######## design 1 ########
Design 1, sizing map:
Scale: 6 px per um.
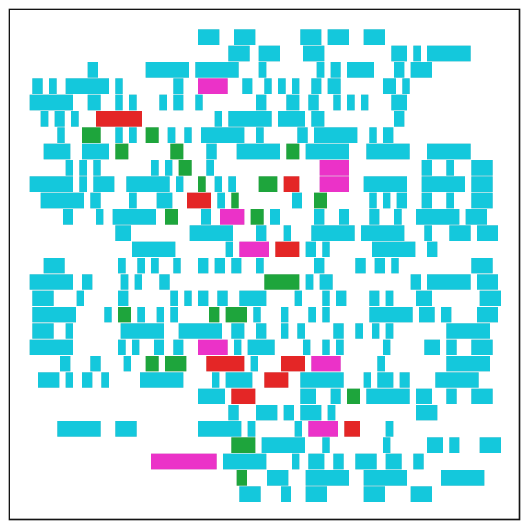

**config.mk**
```make
export PLATFORM = sky130hd
export DESIGN_NAME = f_vector_sequencer
export DESIGN_NICKNAME = d
export VERILOG_FILES = /design/src/rtl/f_vector_sequencer.sv
export SDC_FILE = /design/constraint.sdc
export NUM_CORES = 1
export LEC_CHECK = 0
export ABC_AREA = 1
export CAP_MARGIN = 30
export CELL_PAD_IN_SITES_DETAIL_PLACEMENT = 1
export CELL_PAD_IN_SITES_GLOBAL_PLACEMENT = 2
export CORE_MARGIN = 2
export CORE_UTILIZATION = 32
export CTS_CLUSTER_SIZE = 16
export DETAILED_ROUTE_END_ITERATION = 8
export GPL_TIMING_DRIVEN = 0
export PLACE_DENSITY = 0.87
export SLEW_MARGIN = 25
export SYNTH_ARGS = -nofsm -noshare
export SYNTH_HDL_FRONTEND = slang
export SYNTH_SLANG_ARGS = --single-unit
```
**constraint.sdc**
```tcl
create_clock -name clk -period 3.1 [get_ports clk]
set_input_delay 0.465 -clock clk [delete_from_list [all_inputs] [get_ports clk]]
set_output_delay 0.465 -clock clk [all_outputs]
set_load 0.01 [all_outputs]
```
**src/rtl/f_vector_sequencer.sv**
```systemverilog
`default_nettype none
// ============================================================================
//  Module      : f_vector_sequencer
//  Description : Stimulus/response checker for the 4-input combinational
//                block f. A sweep drives a,b,c,d through the 16 input
//                vectors 0000..1111 (a is the MSB). Each vector is held for
//                SETTLE cycles and then sampled for one cycle. The captured
//                s values form a 16-bit response word, which is compared bit
//                by bit against the golden truth table EXPECTED.
//
//  Parameters  : EXPECTED  golden truth table, bit i = required s for vector i
//                SETTLE    cycles each vector is held before sampling (1..15)
//
//  Ports       : clk             system clock, rising edge
//                reset           synchronous, active-high reset
//                start           request a sweep (honoured only in IDLE)
//                s_in            output s of block f
//                a,b,c,d         vector bits 3..0 driven to f
//                busy            high while a sweep is in progress
//                done            one-cycle pulse when a sweep completes
//                pass            1 = last sweep had no mismatches
//                result          captured s per vector, bit i = vector i
//                err_count       number of mismatching vectors (0..16)
//                first_err       index of the first mismatching vector
//                first_err_valid first_err holds a real index
//
//  Revision    : 1.0  initial release
// ============================================================================
module f_vector_sequencer #(
    parameter logic [15:0] EXPECTED = 16'h212F,
    parameter int          SETTLE   = 1
) (
    input  logic        clk,
    input  logic        reset,
    input  logic        start,
    input  logic        s_in,
    output logic        a,
    output logic        b,
    output logic        c,
    output logic        d,
    output logic        busy,
    output logic        done,
    output logic        pass,
    output logic [15:0] result,
    output logic [4:0]  err_count,
    output logic [3:0]  first_err,
    output logic        first_err_valid
);

    typedef enum logic [1:0] {
        S_IDLE   = 2'd0,
        S_DRIVE  = 2'd1,
        S_SAMPLE = 2'd2,
        S_DONE   = 2'd3
    } state_t;

    // Terminal value of the settle counter while a vector is being driven.
    localparam logic [3:0] c_SETTLE_LAST = 4'(SETTLE - 1);
    localparam logic [3:0] c_LAST_IDX    = 4'd15;

    state_t     r_state;
    logic [3:0] r_idx;
    logic [3:0] r_settle_cnt;
    logic       w_mismatch;

    // Compare the live response against the golden bit for the current vector.
    assign w_mismatch = s_in ^ EXPECTED[r_idx];

    always_ff @(posedge clk) begin
        if (reset) begin
            r_state         <= S_IDLE;
            r_idx           <= 4'd0;
            r_settle_cnt    <= 4'd0;
            {a, b, c, d}    <= 4'd0;
            busy            <= 1'b0;
            done            <= 1'b0;
            pass            <= 1'b0;
            result          <= 16'd0;
            err_count       <= 5'd0;
            first_err       <= 4'd0;
            first_err_valid <= 1'b0;
        end else begin
            // done is a single-cycle pulse; only the DONE exit raises it.
            done <= 1'b0;

            case (r_state)
                S_IDLE: begin
                    if (start) begin
                        r_state         <= S_DRIVE;
                        r_idx           <= 4'd0;
                        r_settle_cnt    <= 4'd0;
                        {a, b, c, d}    <= 4'd0;
                        busy            <= 1'b1;
                        pass            <= 1'b0;
                        result          <= 16'd0;
                        err_count       <= 5'd0;
                        first_err       <= 4'd0;
                        first_err_valid <= 1'b0;
                    end
                end

                S_DRIVE: begin
                    if (r_settle_cnt == c_SETTLE_LAST) begin
                        r_settle_cnt <= 4'd0;
                        r_state      <= S_SAMPLE;
                    end else begin
                        r_settle_cnt <= r_settle_cnt + 4'd1;
                    end
                end

                S_SAMPLE: begin
                    result[r_idx] <= s_in;
                    if (w_mismatch) begin
                        // 16 vectors at most, so 5 bits never overflow.
                        err_count <= err_count + 5'd1;
                        if (!first_err_valid) begin
                            first_err       <= r_idx;
                            first_err_valid <= 1'b1;
                        end
                    end

                    if (r_idx == c_LAST_IDX) begin
                        r_state      <= S_DONE;
                        busy         <= 1'b0;
                        {a, b, c, d} <= 4'd0;
                    end else begin
                        // Outputs are registered, so the next vector is
                        // loaded onto a..d on the same edge idx advances.
                        r_idx        <= r_idx + 4'd1;
                        {a, b, c, d} <= r_idx + 4'd1;
                        r_state      <= S_DRIVE;
                    end
                end

                S_DONE: begin
                    // err_count already includes the final sample here.
                    done    <= 1'b1;
                    pass    <= (err_count == 5'd0);
                    r_state <= S_IDLE;
                end

                default: begin
                    r_state <= S_IDLE;
                end
            endcase
        end
    end

endmodule
`default_nettype wire
```
######## design 2 ########
--- src/rtl/ball_motion.sv ---
// ball_motion: per-ball kinematics. Captures a new velocity, integrates it
// into a fixed-point position once per frame, applies periodic friction
// decay and reflects off the table cushions.
module ball_motion #(
    parameter int INIT_X          = 320,
    parameter int INIT_Y          = 240,
    parameter int X_MIN           = 32,
    parameter int X_MAX           = 592,
    parameter int Y_MIN           = 32,
    parameter int Y_MAX           = 432,
    parameter int FRICTION_PERIOD = 4,
    parameter int FRAC_BITS       = 6
) (
    input  logic               clk,
    input  logic               resetN,
    input  logic               startOfFrame,
    input  logic               velocityWriteEnable,
    input  logic signed [10:0] inVelocityX,
    input  logic signed [10:0] inVelocityY,
    input  logic               positionLoad,
    input  logic signed [10:0] inPositionX,
    input  logic signed [10:0] inPositionY,
    output logic signed [10:0] topLeftX,
    output logic signed [10:0] topLeftY,
    output logic signed [10:0] velocityX,
    output logic signed [10:0] velocityY,
    output logic               moving,
    output logic               stoppedPulse
);

    localparam int POS_W = 11 + FRAC_BITS;
    // One extra bit so pos + v never wraps, even from an unclamped load.
    localparam int SUM_W = POS_W + 1;
    localparam int CNT_W = (FRICTION_PERIOD > 1) ? $clog2(FRICTION_PERIOD) : 1;

    localparam logic signed [SUM_W-1:0] X_LO = SUM_W'(X_MIN * (2 ** FRAC_BITS));
    localparam logic signed [SUM_W-1:0] X_HI = SUM_W'(X_MAX * (2 ** FRAC_BITS));
    localparam logic signed [SUM_W-1:0] Y_LO = SUM_W'(Y_MIN * (2 ** FRAC_BITS));
    localparam logic signed [SUM_W-1:0] Y_HI = SUM_W'(Y_MAX * (2 ** FRAC_BITS));
    localparam logic signed [POS_W-1:0] X_RST = POS_W'(INIT_X * (2 ** FRAC_BITS));
    localparam logic signed [POS_W-1:0] Y_RST = POS_W'(INIT_Y * (2 ** FRAC_BITS));
    localparam logic [CNT_W-1:0]        CNT_LAST = CNT_W'(FRICTION_PERIOD - 1);

    localparam logic signed [10:0] VEL_MOST_NEG = 11'sh400;
    localparam logic signed [10:0] VEL_SAT      = -11'sd1023;

    logic signed [POS_W-1:0] posx_q, posx_d, posy_q, posy_d;
    logic signed [10:0]      vx_q, vx_d, vy_q, vy_d;
    logic [CNT_W-1:0]        cnt_q, cnt_d;
    logic                    moving_q, moving_d;
    logic                    stopped_q, stopped_d;

    logic signed [SUM_W-1:0] sum_x, sum_y;
    logic signed [10:0]      vxf, vyf;
    logic signed [10:0]      sat_x, sat_y;
    logic                    fire;
    logic                    step;

    // Position candidates, friction-decayed velocity and saturated write values.
    always_comb begin
        sum_x = $signed({posx_q[POS_W-1], posx_q}) + $signed({{(SUM_W-11){vx_q[10]}}, vx_q});
        sum_y = $signed({posy_q[POS_W-1], posy_q}) + $signed({{(SUM_W-11){vy_q[10]}}, vy_q});
        fire  = (cnt_q == CNT_LAST);
        vxf   = vx_q;
        vyf   = vy_q;
        if (fire) begin
            if (vx_q > 11'sd0)      vxf = vx_q - 11'sd1;
            else if (vx_q < 11'sd0) vxf = vx_q + 11'sd1;
            if (vy_q > 11'sd0)      vyf = vy_q - 11'sd1;
            else if (vy_q < 11'sd0) vyf = vy_q + 11'sd1;
        end
        sat_x = (inVelocityX == VEL_MOST_NEG) ? VEL_SAT : inVelocityX;
        sat_y = (inVelocityY == VEL_MOST_NEG) ? VEL_SAT : inVelocityY;
        step  = startOfFrame && (moving_q || (vx_q != 11'sd0) || (vy_q != 11'sd0));
    end

    // Next-state selection: load > velocity write > frame step.
    always_comb begin
        posx_d = posx_q;
        posy_d = posy_q;
        vx_d   = vx_q;
        vy_d   = vy_q;
        cnt_d  = cnt_q;
        if (positionLoad) begin
            posx_d = {inPositionX, {FRAC_BITS{1'b0}}};
            posy_d = {inPositionY, {FRAC_BITS{1'b0}}};
            vx_d   = '0;
            vy_d   = '0;
            cnt_d  = '0;
        end else if (velocityWriteEnable) begin
            vx_d  = sat_x;
            vy_d  = sat_y;
            cnt_d = '0;
        end else if (step) begin
            cnt_d = fire ? '0 : cnt_q + CNT_W'(1);
            vx_d  = vxf;
            vy_d  = vyf;
            // Reflection negates the already friction-decayed component.
            if (sum_x < X_LO) begin
                posx_d = X_LO[POS_W-1:0];
                vx_d   = -vxf;
            end else if (sum_x > X_HI) begin
                posx_d = X_HI[POS_W-1:0];
                vx_d   = -vxf;
            end else begin
                posx_d = sum_x[POS_W-1:0];
            end
            if (sum_y < Y_LO) begin
                posy_d = Y_LO[POS_W-1:0];
                vy_d   = -vyf;
            end else if (sum_y > Y_HI) begin
                posy_d = Y_HI[POS_W-1:0];
                vy_d   = -vyf;
            end else begin
                posy_d = sum_y[POS_W-1:0];
            end
        end
        moving_d  = (vx_d != 11'sd0) || (vy_d != 11'sd0);
        stopped_d = moving_q && !moving_d;
    end

    // State registers with asynchronous active-low reset.
    always_ff @(posedge clk or negedge resetN) begin
        if (!resetN) begin
            posx_q    <= X_RST;
            posy_q    <= Y_RST;
            vx_q      <= '0;
            vy_q      <= '0;
            cnt_q     <= '0;
            moving_q  <= 1'b0;
            stopped_q <= 1'b0;
        end else begin
            posx_q    <= posx_d;
            posy_q    <= posy_d;
            vx_q      <= vx_d;
            vy_q      <= vy_d;
            cnt_q     <= cnt_d;
            moving_q  <= moving_d;
            stopped_q <= stopped_d;
        end
    end

    assign topLeftX     = posx_q[POS_W-1:FRAC_BITS];
    assign topLeftY     = posy_q[POS_W-1:FRAC_BITS];
    assign velocityX    = vx_q;
    assign velocityY    = vy_q;
    assign moving       = moving_q;
    assign stoppedPulse = stopped_q;

endmodule

--- config.mk ---
export PLATFORM = sky130hd
export DESIGN_NAME = ball_motion
export DESIGN_NICKNAME = d
export VERILOG_FILES = /design/src/rtl/ball_motion.sv
export SDC_FILE = /design/constraint.sdc
export NUM_CORES = 1
export LEC_CHECK = 0
export ABC_AREA = 1
export CAP_MARGIN = 20
export CELL_PAD_IN_SITES_DETAIL_PLACEMENT = 0
export CELL_PAD_IN_SITES_GLOBAL_PLACEMENT = 1
export CORE_MARGIN = 4
export CORE_UTILIZATION = 43
export CTS_CLUSTER_SIZE = 10
export DETAILED_ROUTE_END_ITERATION = 12
export HOLD_SLACK_MARGIN = 0.02
export PLACE_DENSITY = 0.95
export SLEW_MARGIN = 30
export SYNTH_ARGS = -nofsm -noshare
export SYNTH_HDL_FRONTEND = slang
export SYNTH_SLANG_ARGS = --single-unit
export TNS_END_PERCENT = 100
--- constraint.sdc ---
create_clock -name clk -period 4.6 [get_ports clk]
set_input_delay 0.46 -clock clk [delete_from_list [all_inputs] [get_ports clk]]
set_output_delay 0.46 -clock clk [all_outputs]
set_load 0.01 [all_outputs]

## Gallery

M3 wires.
picture 1
Scale: 3 px per um.
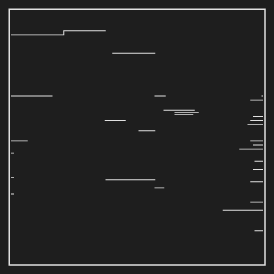
picture 2
Scale: 2 px per um.
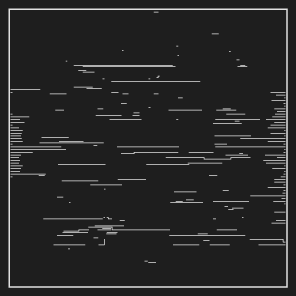
picture 1 -> design 1
picture 2 -> design 2

Key to picture 1:
The longest straight run is 17.5 um. 24 nets have wire on it. The layer holds 3.4% of the routed length.

Design 1, gate families picked out:
Scale: 6 px per um.
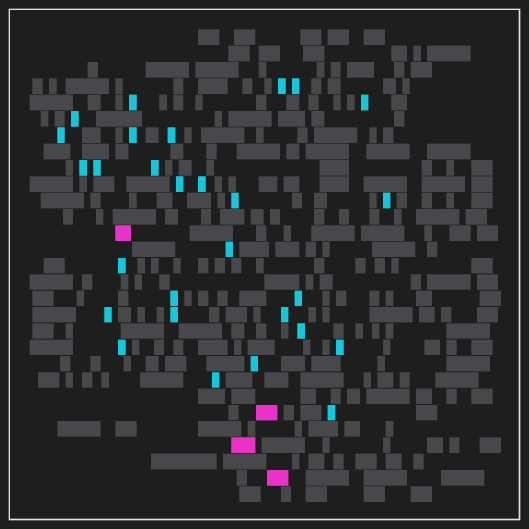
Magenta stands for AND-OR and OR-AND gates, cells 4, where bottom centre. Cyan stands for inverters, cells 28.

Notes on 'sizing map' of design 1 above:
Cyan stands for drive 1 or less, cells 268. Green stands for drive 2, cells 21. Magenta stands for drive 6 and up, cells 9. Red stands for drive 3 to 4, cells 9.

==> changes_impl.md, design 1 <==
### Changed

* Reg2reg path depth at 8
* Clk cell area share at 4.75%
* Synthesized area at 0.00209 mm2
* Final setup vio count at 0
* Die width at 84.8 um
* Worst min-delay path category: reg -> reg
* Unique masters post-synth at 34
* Final instance area at 0.00266 mm2
* Routed wl met2 at 2.46 mm
* GR Util met2 at 26.7%
* RR Startpoint: r_idx[0]$_SDFFE_PP0N_
* Largest Register: result
* Req. time, crit path at 2.63 ns
* XOR/XNOR Area Share at 0.779%
* Top Layout Cells: dfxtp_1, nand2_1, clkdlybuf4s50_1
* Outcome: completed
* Worst-Margin Slew at 0.572 ns
* Yosys stat area at 0.00209 mm2
* Inserted Diodes at 0
* Final TNS setup at 0 ns
* Mapped Avg Cell Area at 7.91 um2
* Clock share of power at 41.8%
* CP endpoint kind: output port
Design 2, routing congestion map:
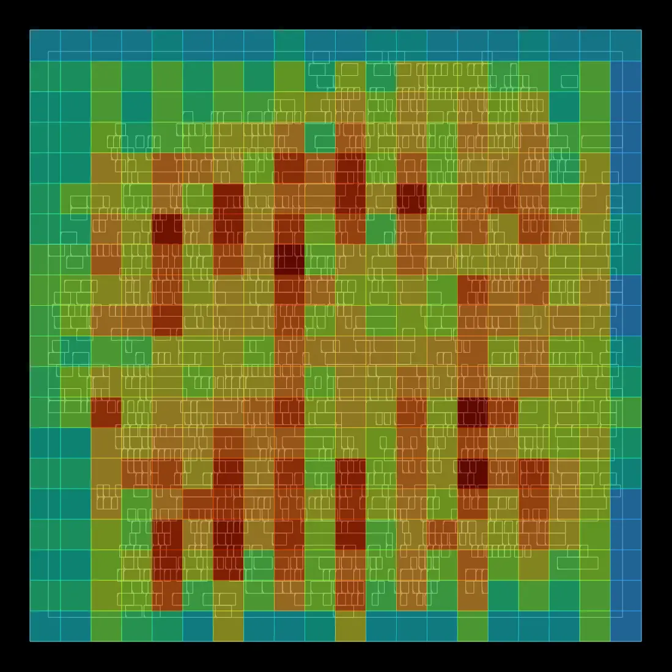
M1 GR Usage: 31.1%
GR peak layer: met2
wire per inst: 15.0 um
Final Util: 51.5%

==> changes_impl.md, design 2 <==
### Changed

* Post-CTS Setup Bufs at 0
* First-pass GRT wire length at 36.9 mm
* Final TNS setup at 0 ns
* Comb area share at 55.6%
* Top non-seq family: simple AND/OR/NAND/NOR gates
* Clk sinks at 60
* Die Area at 0.0191 mm2
* Tool warnings at 28
* Yosys top cell by area: nand2_1
* Row count at 47
* RR Startpoint: velocityX[0]$_DFF_PN0_
* XOR/XNOR Area Share at 1.80%
* Clk cell area share at 3.56%
* CTS tree: done
* Post-Synth Simple-Gate Area at 44.3%
* Most instantiated logic cell after routing: nand2_1
* Signal inverters at 189
* Nets at 1339
* Sequential-to-total area share from yosys stat at 20.7%
* Outcome: completed
* Top Layout Cells: nand2_1, inv_1, nand3_1
* Worst-Margin Slew at 0.720 ns
* Most frequent cell after synthesis: nand2_1


==> gallery <==
M2 wires.
shot_01.png
Scale: 3 px per um. Cells faint in the background.
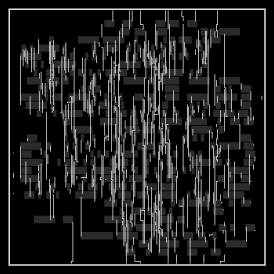
shot_02.png
Scale: 2 px per um. Cells faint in the background.
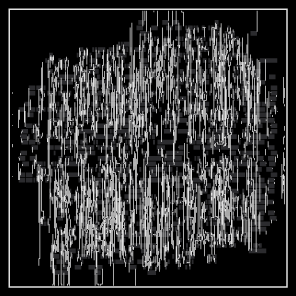
- shot_01.png = design 1
- shot_02.png = design 2
- largest die: shot_02.png

Power and IR drop assume default switching activity.
